######## block 1 ########
**src/rtl/sha256_msg_schedule_if.sv**
```systemverilog
// SHA-256 message-schedule stream interface.
//   in_valid/in_ready/in_data        : 32-bit message words M[0..15], big-endian word order
//   out_valid/out_ready/out_data     : schedule words W[0..63]
//   out_idx                          : t of the word on out_data
//   out_last                         : high with W[63]
// slave  : the schedule block (consumes M, produces W)
// master : the surrounding logic (produces M, consumes W)
interface sha256_msg_schedule_if;
    logic        in_valid;
    logic        in_ready;
    logic [31:0] in_data;
    logic        out_valid;
    logic        out_ready;
    logic [31:0] out_data;
    logic [5:0]  out_idx;
    logic        out_last;

    modport slave (
        input  in_valid, in_data, out_ready,
        output in_ready, out_valid, out_data, out_idx, out_last
    );

    modport master (
        output in_valid, in_data, out_ready,
        input  in_ready, out_valid, out_data, out_idx, out_last
    );
endinterface

```
**src/rtl/sha256_msg_schedule.sv**
```systemverilog
// SHA-256 message schedule.
// Loads one 512-bit block as 16 words into a 16-entry sliding window, then
// emits W[0..63] one per accepted output transfer. Every accepted word shifts
// the window down and appends W[t+16] = s1(W[t+14]) + W[t+9] + s0(W[t+1]) + W[t].
// Ports:
//   clk  : rising-edge clock
//   rst  : synchronous active-high reset, aborts any block in progress
//   bus  : stream interface (slave side), see sha256_msg_schedule_if
module sha256_msg_schedule #(
    parameter int WORDS_IN = 16,
    parameter int ROUNDS   = 64
) (
    input  logic                   clk,
    input  logic                   rst,
    sha256_msg_schedule_if.slave   bus
);
    localparam int CW = $clog2(WORDS_IN);
    localparam int TW = $clog2(ROUNDS);
    localparam logic [CW-1:0] CNT_LAST = CW'(WORDS_IN - 1);
    localparam logic [TW-1:0] T_LAST   = TW'(ROUNDS - 1);

    typedef enum logic {LOAD, EMIT} state_t;

    state_t                       state;
    logic [WORDS_IN-1:0][31:0]    win;
    logic [CW-1:0]                cnt;
    logic [TW-1:0]                t;
    logic                         in_ready_q;
    logic                         out_valid_q;
    logic                         out_last_q;
    logic [31:0]                  wnext;

    function automatic logic [31:0] ssig0(input logic [31:0] x);
        return {x[6:0], x[31:7]} ^ {x[17:0], x[31:18]} ^ (x >> 3);
    endfunction

    function automatic logic [31:0] ssig1(input logic [31:0] x);
        return {x[16:0], x[31:17]} ^ {x[18:0], x[31:19]} ^ (x >> 10);
    endfunction

    // win[0] is always W[t]; the taps below are W[t+14], W[t+9], W[t+1], W[t].
    assign wnext = ssig1(win[14]) + win[9] + ssig0(win[1]) + win[0];

    // Outputs come straight from state registers: the head of the window is
    // the presented word and t is its index.
    assign bus.in_ready  = in_ready_q;
    assign bus.out_valid = out_valid_q;
    assign bus.out_data  = win[0];
    assign bus.out_idx   = t;
    assign bus.out_last  = out_last_q;

    always_ff @(posedge clk) begin
        if (rst) begin
            state       <= LOAD;
            win         <= '0;
            cnt         <= '0;
            t           <= '0;
            in_ready_q  <= 1'b1;
            out_valid_q <= 1'b0;
            out_last_q  <= 1'b0;
        end else begin
            case (state)
                LOAD: begin
                    // in_ready is high throughout LOAD, so in_valid alone marks a transfer.
                    if (bus.in_valid) begin
                        win[cnt] <= bus.in_data;
                        if (cnt == CNT_LAST) begin
                            cnt         <= '0;
                            t           <= '0;
                            state       <= EMIT;
                            in_ready_q  <= 1'b0;
                            out_valid_q <= 1'b1;
                            out_last_q  <= 1'b0;
                        end else begin
                            cnt <= cnt + 1'b1;
                        end
                    end
                end
                EMIT: begin
                    if (bus.out_ready) begin
                        for (int i = 0; i < WORDS_IN - 1; i++)
                            win[i] <= win[i+1];
                        // Words produced for t >= 48 are never emitted; computing
                        // them anyway keeps the datapath free of special cases.
                        win[WORDS_IN-1] <= wnext;
                        if (t == T_LAST) begin
                            t           <= '0;
                            state       <= LOAD;
                            in_ready_q  <= 1'b1;
                            out_valid_q <= 1'b0;
                            out_last_q  <= 1'b0;
                        end else begin
                            t          <= t + 1'b1;
                            out_last_q <= (t == T_LAST - 1'b1);
                        end
                    end
                end
                default: state <= LOAD;
            endcase
        end
    end
endmodule

```
**src/flat_wrapper.sv**
```systemverilog
// flat-port wrapper written by rule: the top's interface ports become plain ports
module sha256_msg_schedule_flat 
#(
    parameter int WORDS_IN = 16,
    parameter int ROUNDS   = 64
)
  (clk, rst, bus_in_valid, bus_in_data, bus_out_ready, bus_in_ready, bus_out_valid, bus_out_data, bus_out_idx, bus_out_last);
  sha256_msg_schedule_if bus_i ();
  input  logic clk;
  input  logic rst;
  input wire logic [$bits(bus_i.in_valid)-1:0] bus_in_valid;
  input wire logic [$bits(bus_i.in_data)-1:0] bus_in_data;
  input wire logic [$bits(bus_i.out_ready)-1:0] bus_out_ready;
  output wire logic [$bits(bus_i.in_ready)-1:0] bus_in_ready;
  output wire logic [$bits(bus_i.out_valid)-1:0] bus_out_valid;
  output wire logic [$bits(bus_i.out_data)-1:0] bus_out_data;
  output wire logic [$bits(bus_i.out_idx)-1:0] bus_out_idx;
  output wire logic [$bits(bus_i.out_last)-1:0] bus_out_last;
  assign bus_i.in_valid = bus_in_valid;
  assign bus_i.in_data = bus_in_data;
  assign bus_i.out_ready = bus_out_ready;
  assign bus_in_ready = bus_i.in_ready;
  assign bus_out_valid = bus_i.out_valid;
  assign bus_out_data = bus_i.out_data;
  assign bus_out_idx = bus_i.out_idx;
  assign bus_out_last = bus_i.out_last;
  sha256_msg_schedule #(.WORDS_IN(WORDS_IN), .ROUNDS(ROUNDS)) u_core (.clk(clk), .rst(rst), .bus(bus_i));
endmodule
```
**config.mk**
```make
export PLATFORM = sky130hd
export DESIGN_NAME = sha256_msg_schedule_flat
export DESIGN_NICKNAME = d
export VERILOG_FILES = /design/src/rtl/sha256_msg_schedule_if.sv /design/src/rtl/sha256_msg_schedule.sv /design/src/flat_wrapper.sv
export SDC_FILE = /design/constraint.sdc
export NUM_CORES = 1
export LEC_CHECK = 0
export CORE_MARGIN = 4
export CORE_UTILIZATION = 55
export CTS_CLUSTER_SIZE = 28
export DETAILED_ROUTE_END_ITERATION = 12
export GPL_ROUTABILITY_DRIVEN = 0
export PLACE_DENSITY_LB_ADDON = 0.15
export SLEW_MARGIN = 15
export SYNTH_ARGS = -nofsm -noshare
export SYNTH_HDL_FRONTEND = slang
export SYNTH_SLANG_ARGS = --single-unit
```
**constraint.sdc**
```tcl
create_clock -name clk -period 5 [get_ports clk]
set_input_delay 0.5 -clock clk [delete_from_list [all_inputs] [get_ports clk]]
set_output_delay 0.5 -clock clk [all_outputs]
set_load 0.05 [all_outputs]
```
######## block 2 ########
### src/rtl/hazard_stall_ctrl.sv
// hazard_stall_ctrl
// Pipeline interlock for the 5-stage MIPS core. Each cycle it decides whether
// the instruction in D may advance. It compares the Tuse of D's sources with
// the Tnew of the producers in E and M. It also stalls HI/LO/MDU instructions
// while the multiply/divide unit is busy, and counts stall cycles.
module hazard_stall_ctrl #(
  parameter int unsigned MULT_CYCLES = 5,   // busy cycles after mult/multu (1..15)
  parameter int unsigned DIV_CYCLES  = 10   // busy cycles after div/divu   (1..15)
) (
  input  logic        clk,
  input  logic        reset,        // synchronous, active-high

  // Instruction in D
  input  logic [4:0]  D_rs_addr,
  input  logic [4:0]  D_rt_addr,
  input  logic [1:0]  D_tuse_rs,    // 3 = source not read
  input  logic [1:0]  D_tuse_rt,
  input  logic        D_is_md,

  // Producers in E and M
  input  logic [4:0]  E_A3,         // 0 = no destination
  input  logic [1:0]  E_tnew,
  input  logic [4:0]  M_A3,
  input  logic [1:0]  M_tnew,

  // Multiply/divide launch from E
  input  logic        E_md_start,
  input  logic        E_md_is_div,

  // Pipeline register controls
  output logic        pc_we,
  output logic        fd_we,
  output logic        de_we,
  output logic        de_flush,
  output logic        md_busy,
  output logic [31:0] stall_cnt
);

  localparam logic [3:0] MULT_LOAD = 4'(MULT_CYCLES);
  localparam logic [3:0] DIV_LOAD  = 4'(DIV_CYCLES);

  // Remaining MDU busy cycles after the launch cycle; 0 = idle.
  logic [3:0]  md_count_q, md_count_d;
  logic [31:0] stall_cnt_q, stall_cnt_d;

  logic        rs_hit_e, rs_hit_m, rt_hit_e, rt_hit_m;
  logic        reg_hit;
  logic        md_active;
  logic        md_busy_raw;
  logic        stall;

  // A source hits a producer when the register is real, matches the
  // destination, and is needed before the producer can forward it. Tuse 3
  // can never be below a 2-bit Tnew, so unused sources drop out for free.
  always_comb begin
    rs_hit_e = (D_rs_addr != 5'd0) && (D_rs_addr == E_A3) && (D_tuse_rs < E_tnew);
    rs_hit_m = (D_rs_addr != 5'd0) && (D_rs_addr == M_A3) && (D_tuse_rs < M_tnew);
    rt_hit_e = (D_rt_addr != 5'd0) && (D_rt_addr == E_A3) && (D_tuse_rt < E_tnew);
    rt_hit_m = (D_rt_addr != 5'd0) && (D_rt_addr == M_A3) && (D_tuse_rt < M_tnew);
    reg_hit  = rs_hit_e | rs_hit_m | rt_hit_e | rt_hit_m;
  end

  // MDU busy covers the launch cycle itself plus the counted-down window.
  // A single stall is raised even when a register hit coincides with a busy
  // MDU, so the counter only advances once per cycle.
  always_comb begin
    md_active   = (md_count_q != 4'd0);
    md_busy_raw = E_md_start | md_active;
    stall       = reg_hit | (D_is_md & md_busy_raw);
  end

  // Next MDU count: a launch loads only when idle. A launch while the unit
  // is busy is ignored and the count keeps running down.
  always_comb begin
    // NOTE: assign a default first so every path writes the signal; otherwise always_comb infers a latch.
    md_count_d = md_count_q;
    if (E_md_start && !md_active) begin
      md_count_d = E_md_is_div ? DIV_LOAD : MULT_LOAD;
    end else if (md_active) begin
      md_count_d = md_count_q - 4'd1;
    end
  end

  // Stall-cycle counter, free-running and wrapping at 2^32.
  always_comb begin
    stall_cnt_d = stall_cnt_q;
    if (stall) begin
      stall_cnt_d = stall_cnt_q + 32'd1;
    end
  end

  // State registers with synchronous reset.
  always_ff @(posedge clk) begin
    // NOTE: sequential state uses non-blocking (<=) so every register samples pre-edge values.
    if (reset) begin
      md_count_q  <= 4'd0;
      stall_cnt_q <= 32'd0;
    end else begin
      md_count_q  <= md_count_d;
      stall_cnt_q <= stall_cnt_d;
    end
  end

  // Drive the pipeline controls. While reset is high, the pipeline is held in
  // a plain advance state whatever the inputs are.
  always_comb begin
    pc_we    = 1'b1;
    fd_we    = 1'b1;
    de_we    = 1'b1;
    de_flush = 1'b0;
    md_busy  = 1'b0;
    if (!reset) begin
      md_busy = md_busy_raw;
      if (stall) begin
        pc_we    = 1'b0;
        fd_we    = 1'b0;
        de_flush = 1'b1;
      end
    end
  end

  assign stall_cnt = stall_cnt_q;

endmodule

### config.mk
export PLATFORM = sky130hd
export DESIGN_NAME = hazard_stall_ctrl
export DESIGN_NICKNAME = d
export VERILOG_FILES = /design/src/rtl/hazard_stall_ctrl.sv
export SDC_FILE = /design/constraint.sdc
export NUM_CORES = 1
export LEC_CHECK = 0
export CAP_MARGIN = 20
export CORE_MARGIN = 3
export CORE_UTILIZATION = 50
export CTS_CLUSTER_DIAMETER = 50
export DETAILED_ROUTE_END_ITERATION = 12
export PLACE_DENSITY = 0.86
export SLEW_MARGIN = 20
export SYNTH_ARGS = -nofsm -noshare
export SYNTH_HDL_FRONTEND = slang
export SYNTH_SLANG_ARGS = --single-unit
### constraint.sdc
create_clock -name clk -period 3.4 [get_ports clk]
set_input_delay 0.51 -clock clk [delete_from_list [all_inputs] [get_ports clk]]
set_output_delay 0.51 -clock clk [all_outputs]
set_load 0.02 [all_outputs]
==> block_2/drive_strength.png <==
(6 px per µm)
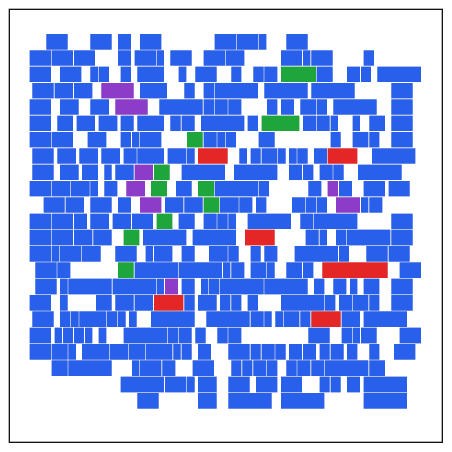
| color | size | cells | share |
|---|---|---|---|
| purple | drive 2 | 8 | 2.4% |
| red | drive 6 and up | 6 | 1.8% |
| blue | drive 1 or less | 311 | 93% |
| green | drive 3 to 4 | 10 | 3.0% |

==> block_2/metal_stack.png <==
(6 px per µm) Only two layers are drawn.
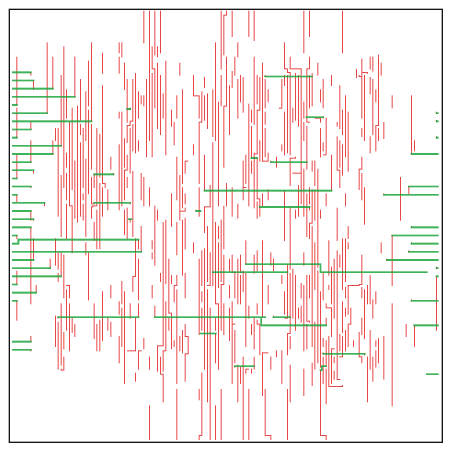
| color | layer | wire length |
|---|---|---|
| red | met2 | 2680 µm |
| green | met3 | 380 µm |

==> results_slide.txt, block 2 <==
Implementation Results

Synthesis
  – Xor+xnor area frac: 0.105
  – Cell area leaders: dfxtp_1, a21oi_1, xor2_1, or3_1, o21ai_0
  – Multiplexer share: 0.00979
  – Most area-hungry cell type in the Yosys netlist: dfxtp_1
  – Seq/Total Area, Yosys: 0.332

STA
  – Final setup vio count: 0
  – FMAX: 310 MHz
  – Cycle use final: 0.947
  – Post-route setup slack: 0.179 ns

Critical path
  – CP arrival: 2.71 ns
  – Worst path max stage delay: 0.45 ns
  – Max Fanout on Critical Path: 3
  – Critical-path cell list: clkdlybuf4s50_1 > inv_1 > ha_1 > a2111oi_2 > nand4_1 > a21oi_2 > nor3_2 > or2_2 > inv_1 > dlygate4sd2_1

Clock network
  – Clk sinks: 36
  – Total CTS buffers: 5
  – Worst-path clk slew: 0.08 ns
  – Htree depth: 2
  – Root buffer cell: clkbuf_8

Worst hold path
  – Hold Path Class: register to register

Placement
  – DP Worst Slack: -0.118 ns
  – GP Congestion: 0.872
  – Area after DPL: 2900 µm²

Power
  – PD cells: 377 nW/µm²
  – Top power group: sequential cells
  – Power Total: 1130 µW
  – Clock Power: 376 µW

Final layout
  – Buffers, non-clock: 75
  – Fraction of area in non-clock buffers: 0.243
  – Comb/total area: 0.443
  – Sequential share of cell area: 0.240
  – Final clock-cell share: 0.0371
  – Share of layout cells above drive strength 1: 0.0716

Routing
  – DR top layer: met4
  – Final wirelength: 5410 µm

Run status
  – Status: complete, no violations

Floorplanning
  – Die height: 71.9 µm
-- block 2: synth_stat cells, drive strengths merged --
cell	count
nor2	16
conb	1
nand2b	3
buf	7
a211oi	4
and4	3
or2	2
mux2	1
nand3	9
xor2	16
nor2b	3
a21oi	30
xnor2	10
o311ai	2
nand4	13
o31ai	8
nor3	4
or4	9
or3	19
clkbuf	8
o21ai	22
and3	4
ha	7
and2	1
a2111oi	2
nand2	10
mux2i	1
dfxtp	36
inv	13
nor4	3
-- block 2: final timing paths --
kind | from | end | slack (ns) | depth (start not counted)
worst max-delay path | E_tnew[1] | de_flush | 0.18 | 10
worst min-delay path | stall_cnt[31] | stall_cnt[31] | 0.50 | 2
worst max register to register | stall_cnt[4] | stall_cnt[29] | 0.96 | 7
worst min register to register | stall_cnt[31] | stall_cnt[31] | 0.50 | 2
-- block 2: worst register-to-register path: cells and delay by family, from the launching register on --
kind,cells,cell delay [ns]
DFF,1,0.43
and+or+nand+nor,6,1.78
AOI/OAI and AO/OA,1,0.15
-- block 2: state kept, by name, indices dropped and copies added, names as in the netlist --
name	cells
stall_cnt	32
md_count_q	4
==> block_1/port_nets.png <==
(1 px per µm)
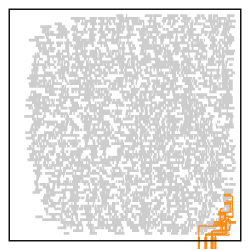
| color | port | bits | direction | end cells | wire |
|---|---|---|---|---|---|
| orange | bus_out_idx | 6 | output | 6 | 366 µm |

==> results_slide.txt, block 1 <==
Implementation Results

Critical path
  – Crit path kind: register to register
  – CP bufs+invs: 2
  – CP endpoint kind: register
  – Top delay family on crit path: AND-OR/OR-AND gates
  – Max Fanout on Critical Path: 7
  – Crit path max-delay cell type: a311oi_1
  – Worst path max stage delay: 0.56 ns

Power
  – Sw Ratio: 0.287
  – Power Total: 10300 µW

Floorplanning
  – Tap cells: 664
  – Total core area: 48800 µm²
  – # rows: 81
  – Starting Density: 0.555

Placement
  – Buffers on Ports: 76
  – Post-DP HPWL: 57200 µm
  – Placed instance count: 3599

Routing
  – Via Count: 24300
  – Post-route ant nets: 0
  – First drt pass iteration count: 6
  – Final wirelength: 86700 µm

Clock network
  – Worst-path clk slew: 0.06 ns
  – Clk sinks: 526
  – CTS hold repair buffers: 0
  – Clk buf depth: 3

Synthesis
  – Seq cells post-synth: 526
  – Xor+xnor area frac: 0.0478
  – Multiplexer share: 0.000784
  – Ys Warns: 0
  – Seq/Total Area, Yosys: 0.388
  – Most area-hungry cell type in the Yosys netlist: dfxtp_1
  – Synth async-reset ratio: 0
  – Adder Share, Synth: 0.0628
  – Post-synthesis instance total: 3201

STA
  – Rel. slew slack: 0.238
  – Post-route setup slack: 0.475 ns
  – Max Slew Vio Count: 0
  – Cycle use final: 0.905
  – Hold_ws: 0.457 ns
  – Hold Vio Cnt, Final: 0
  – Min cycle time layout: 4.52 ns

Flow run
  – Tool warnings: 38

Run status
  – Status: complete, no violations

Final layout
  – Non-clk invs: 149
  – Flops: 526
  – Finished Layout Cells: 3699
  – Register area: 10500 µm²
  – Buffers, non-clock: 158
  – Fin nets: 3126
  – Comb/total area: 0.486
  – Fin util: 0.605

Global routing
  – GR Util All Layers: 0.319
  – First-pass GRT wire length: 135000 µm
  – Grt ovf: 0
==> block 1: power groups by stage <==
stage	combinational [µW]	clock (µW)	sequential [µW]
floorplan	1250	0	4400
global placement	1600	0	4470
detailed placement	1620	0	4470
CTS	1630	4300	4380
global route	1810	4470	4390
finish	1670	4260	4380
==> block 1: worst paths after layout <==
path	start	to	slack, ns	cells past startpoint
worst max-delay path	u_core.win[56]	u_core.win[508]	0.48	15
worst min-delay path	u_core.win[482]	u_core.win[482]	0.46	2
worst max register to register	u_core.win[56]	u_core.win[508]	0.48	15
worst min register to register	u_core.win[482]	u_core.win[482]	0.46	2
==> block 1: state kept, by name, summed over array words and instances (netlist names) <==
name and flops:
u_core.win 480, u_core.bus.out_data 32, u_core.bus.out_valid 1, u_core.bus.out_idx 6
u_core.bus.out_last 1, u_core.bus.in_ready 1, u_core.state 1, u_core.cnt 4
==> block 1: layer usage <==
metal | wire length, µm | track usage | vias up
met1 | 37900 | 0.467 | 11700
met4 | 3200 | 0.117 | 2
li1 | - | - | 11100
met5 | 13 | 0 | -
met2 | 36500 | 0.463 | 1245
met3 | 9020 | 0.0679 | 208


## Gallery

Cell outlines without signal wires.
panel A
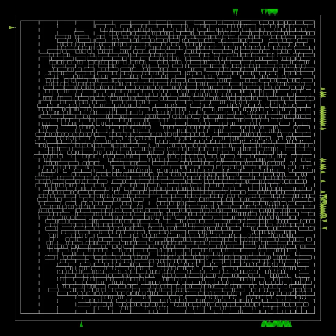
panel B
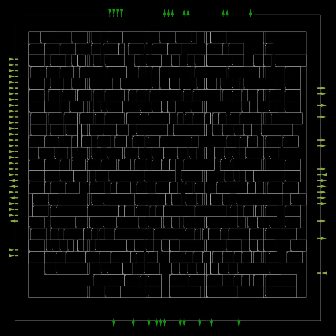
block 1: panel A
block 2: panel B
The one with the most sequential cells is panel A.
The one with the most cells is panel A.

Power figures rest on the tool's default switching activity, not on a simulated workload.
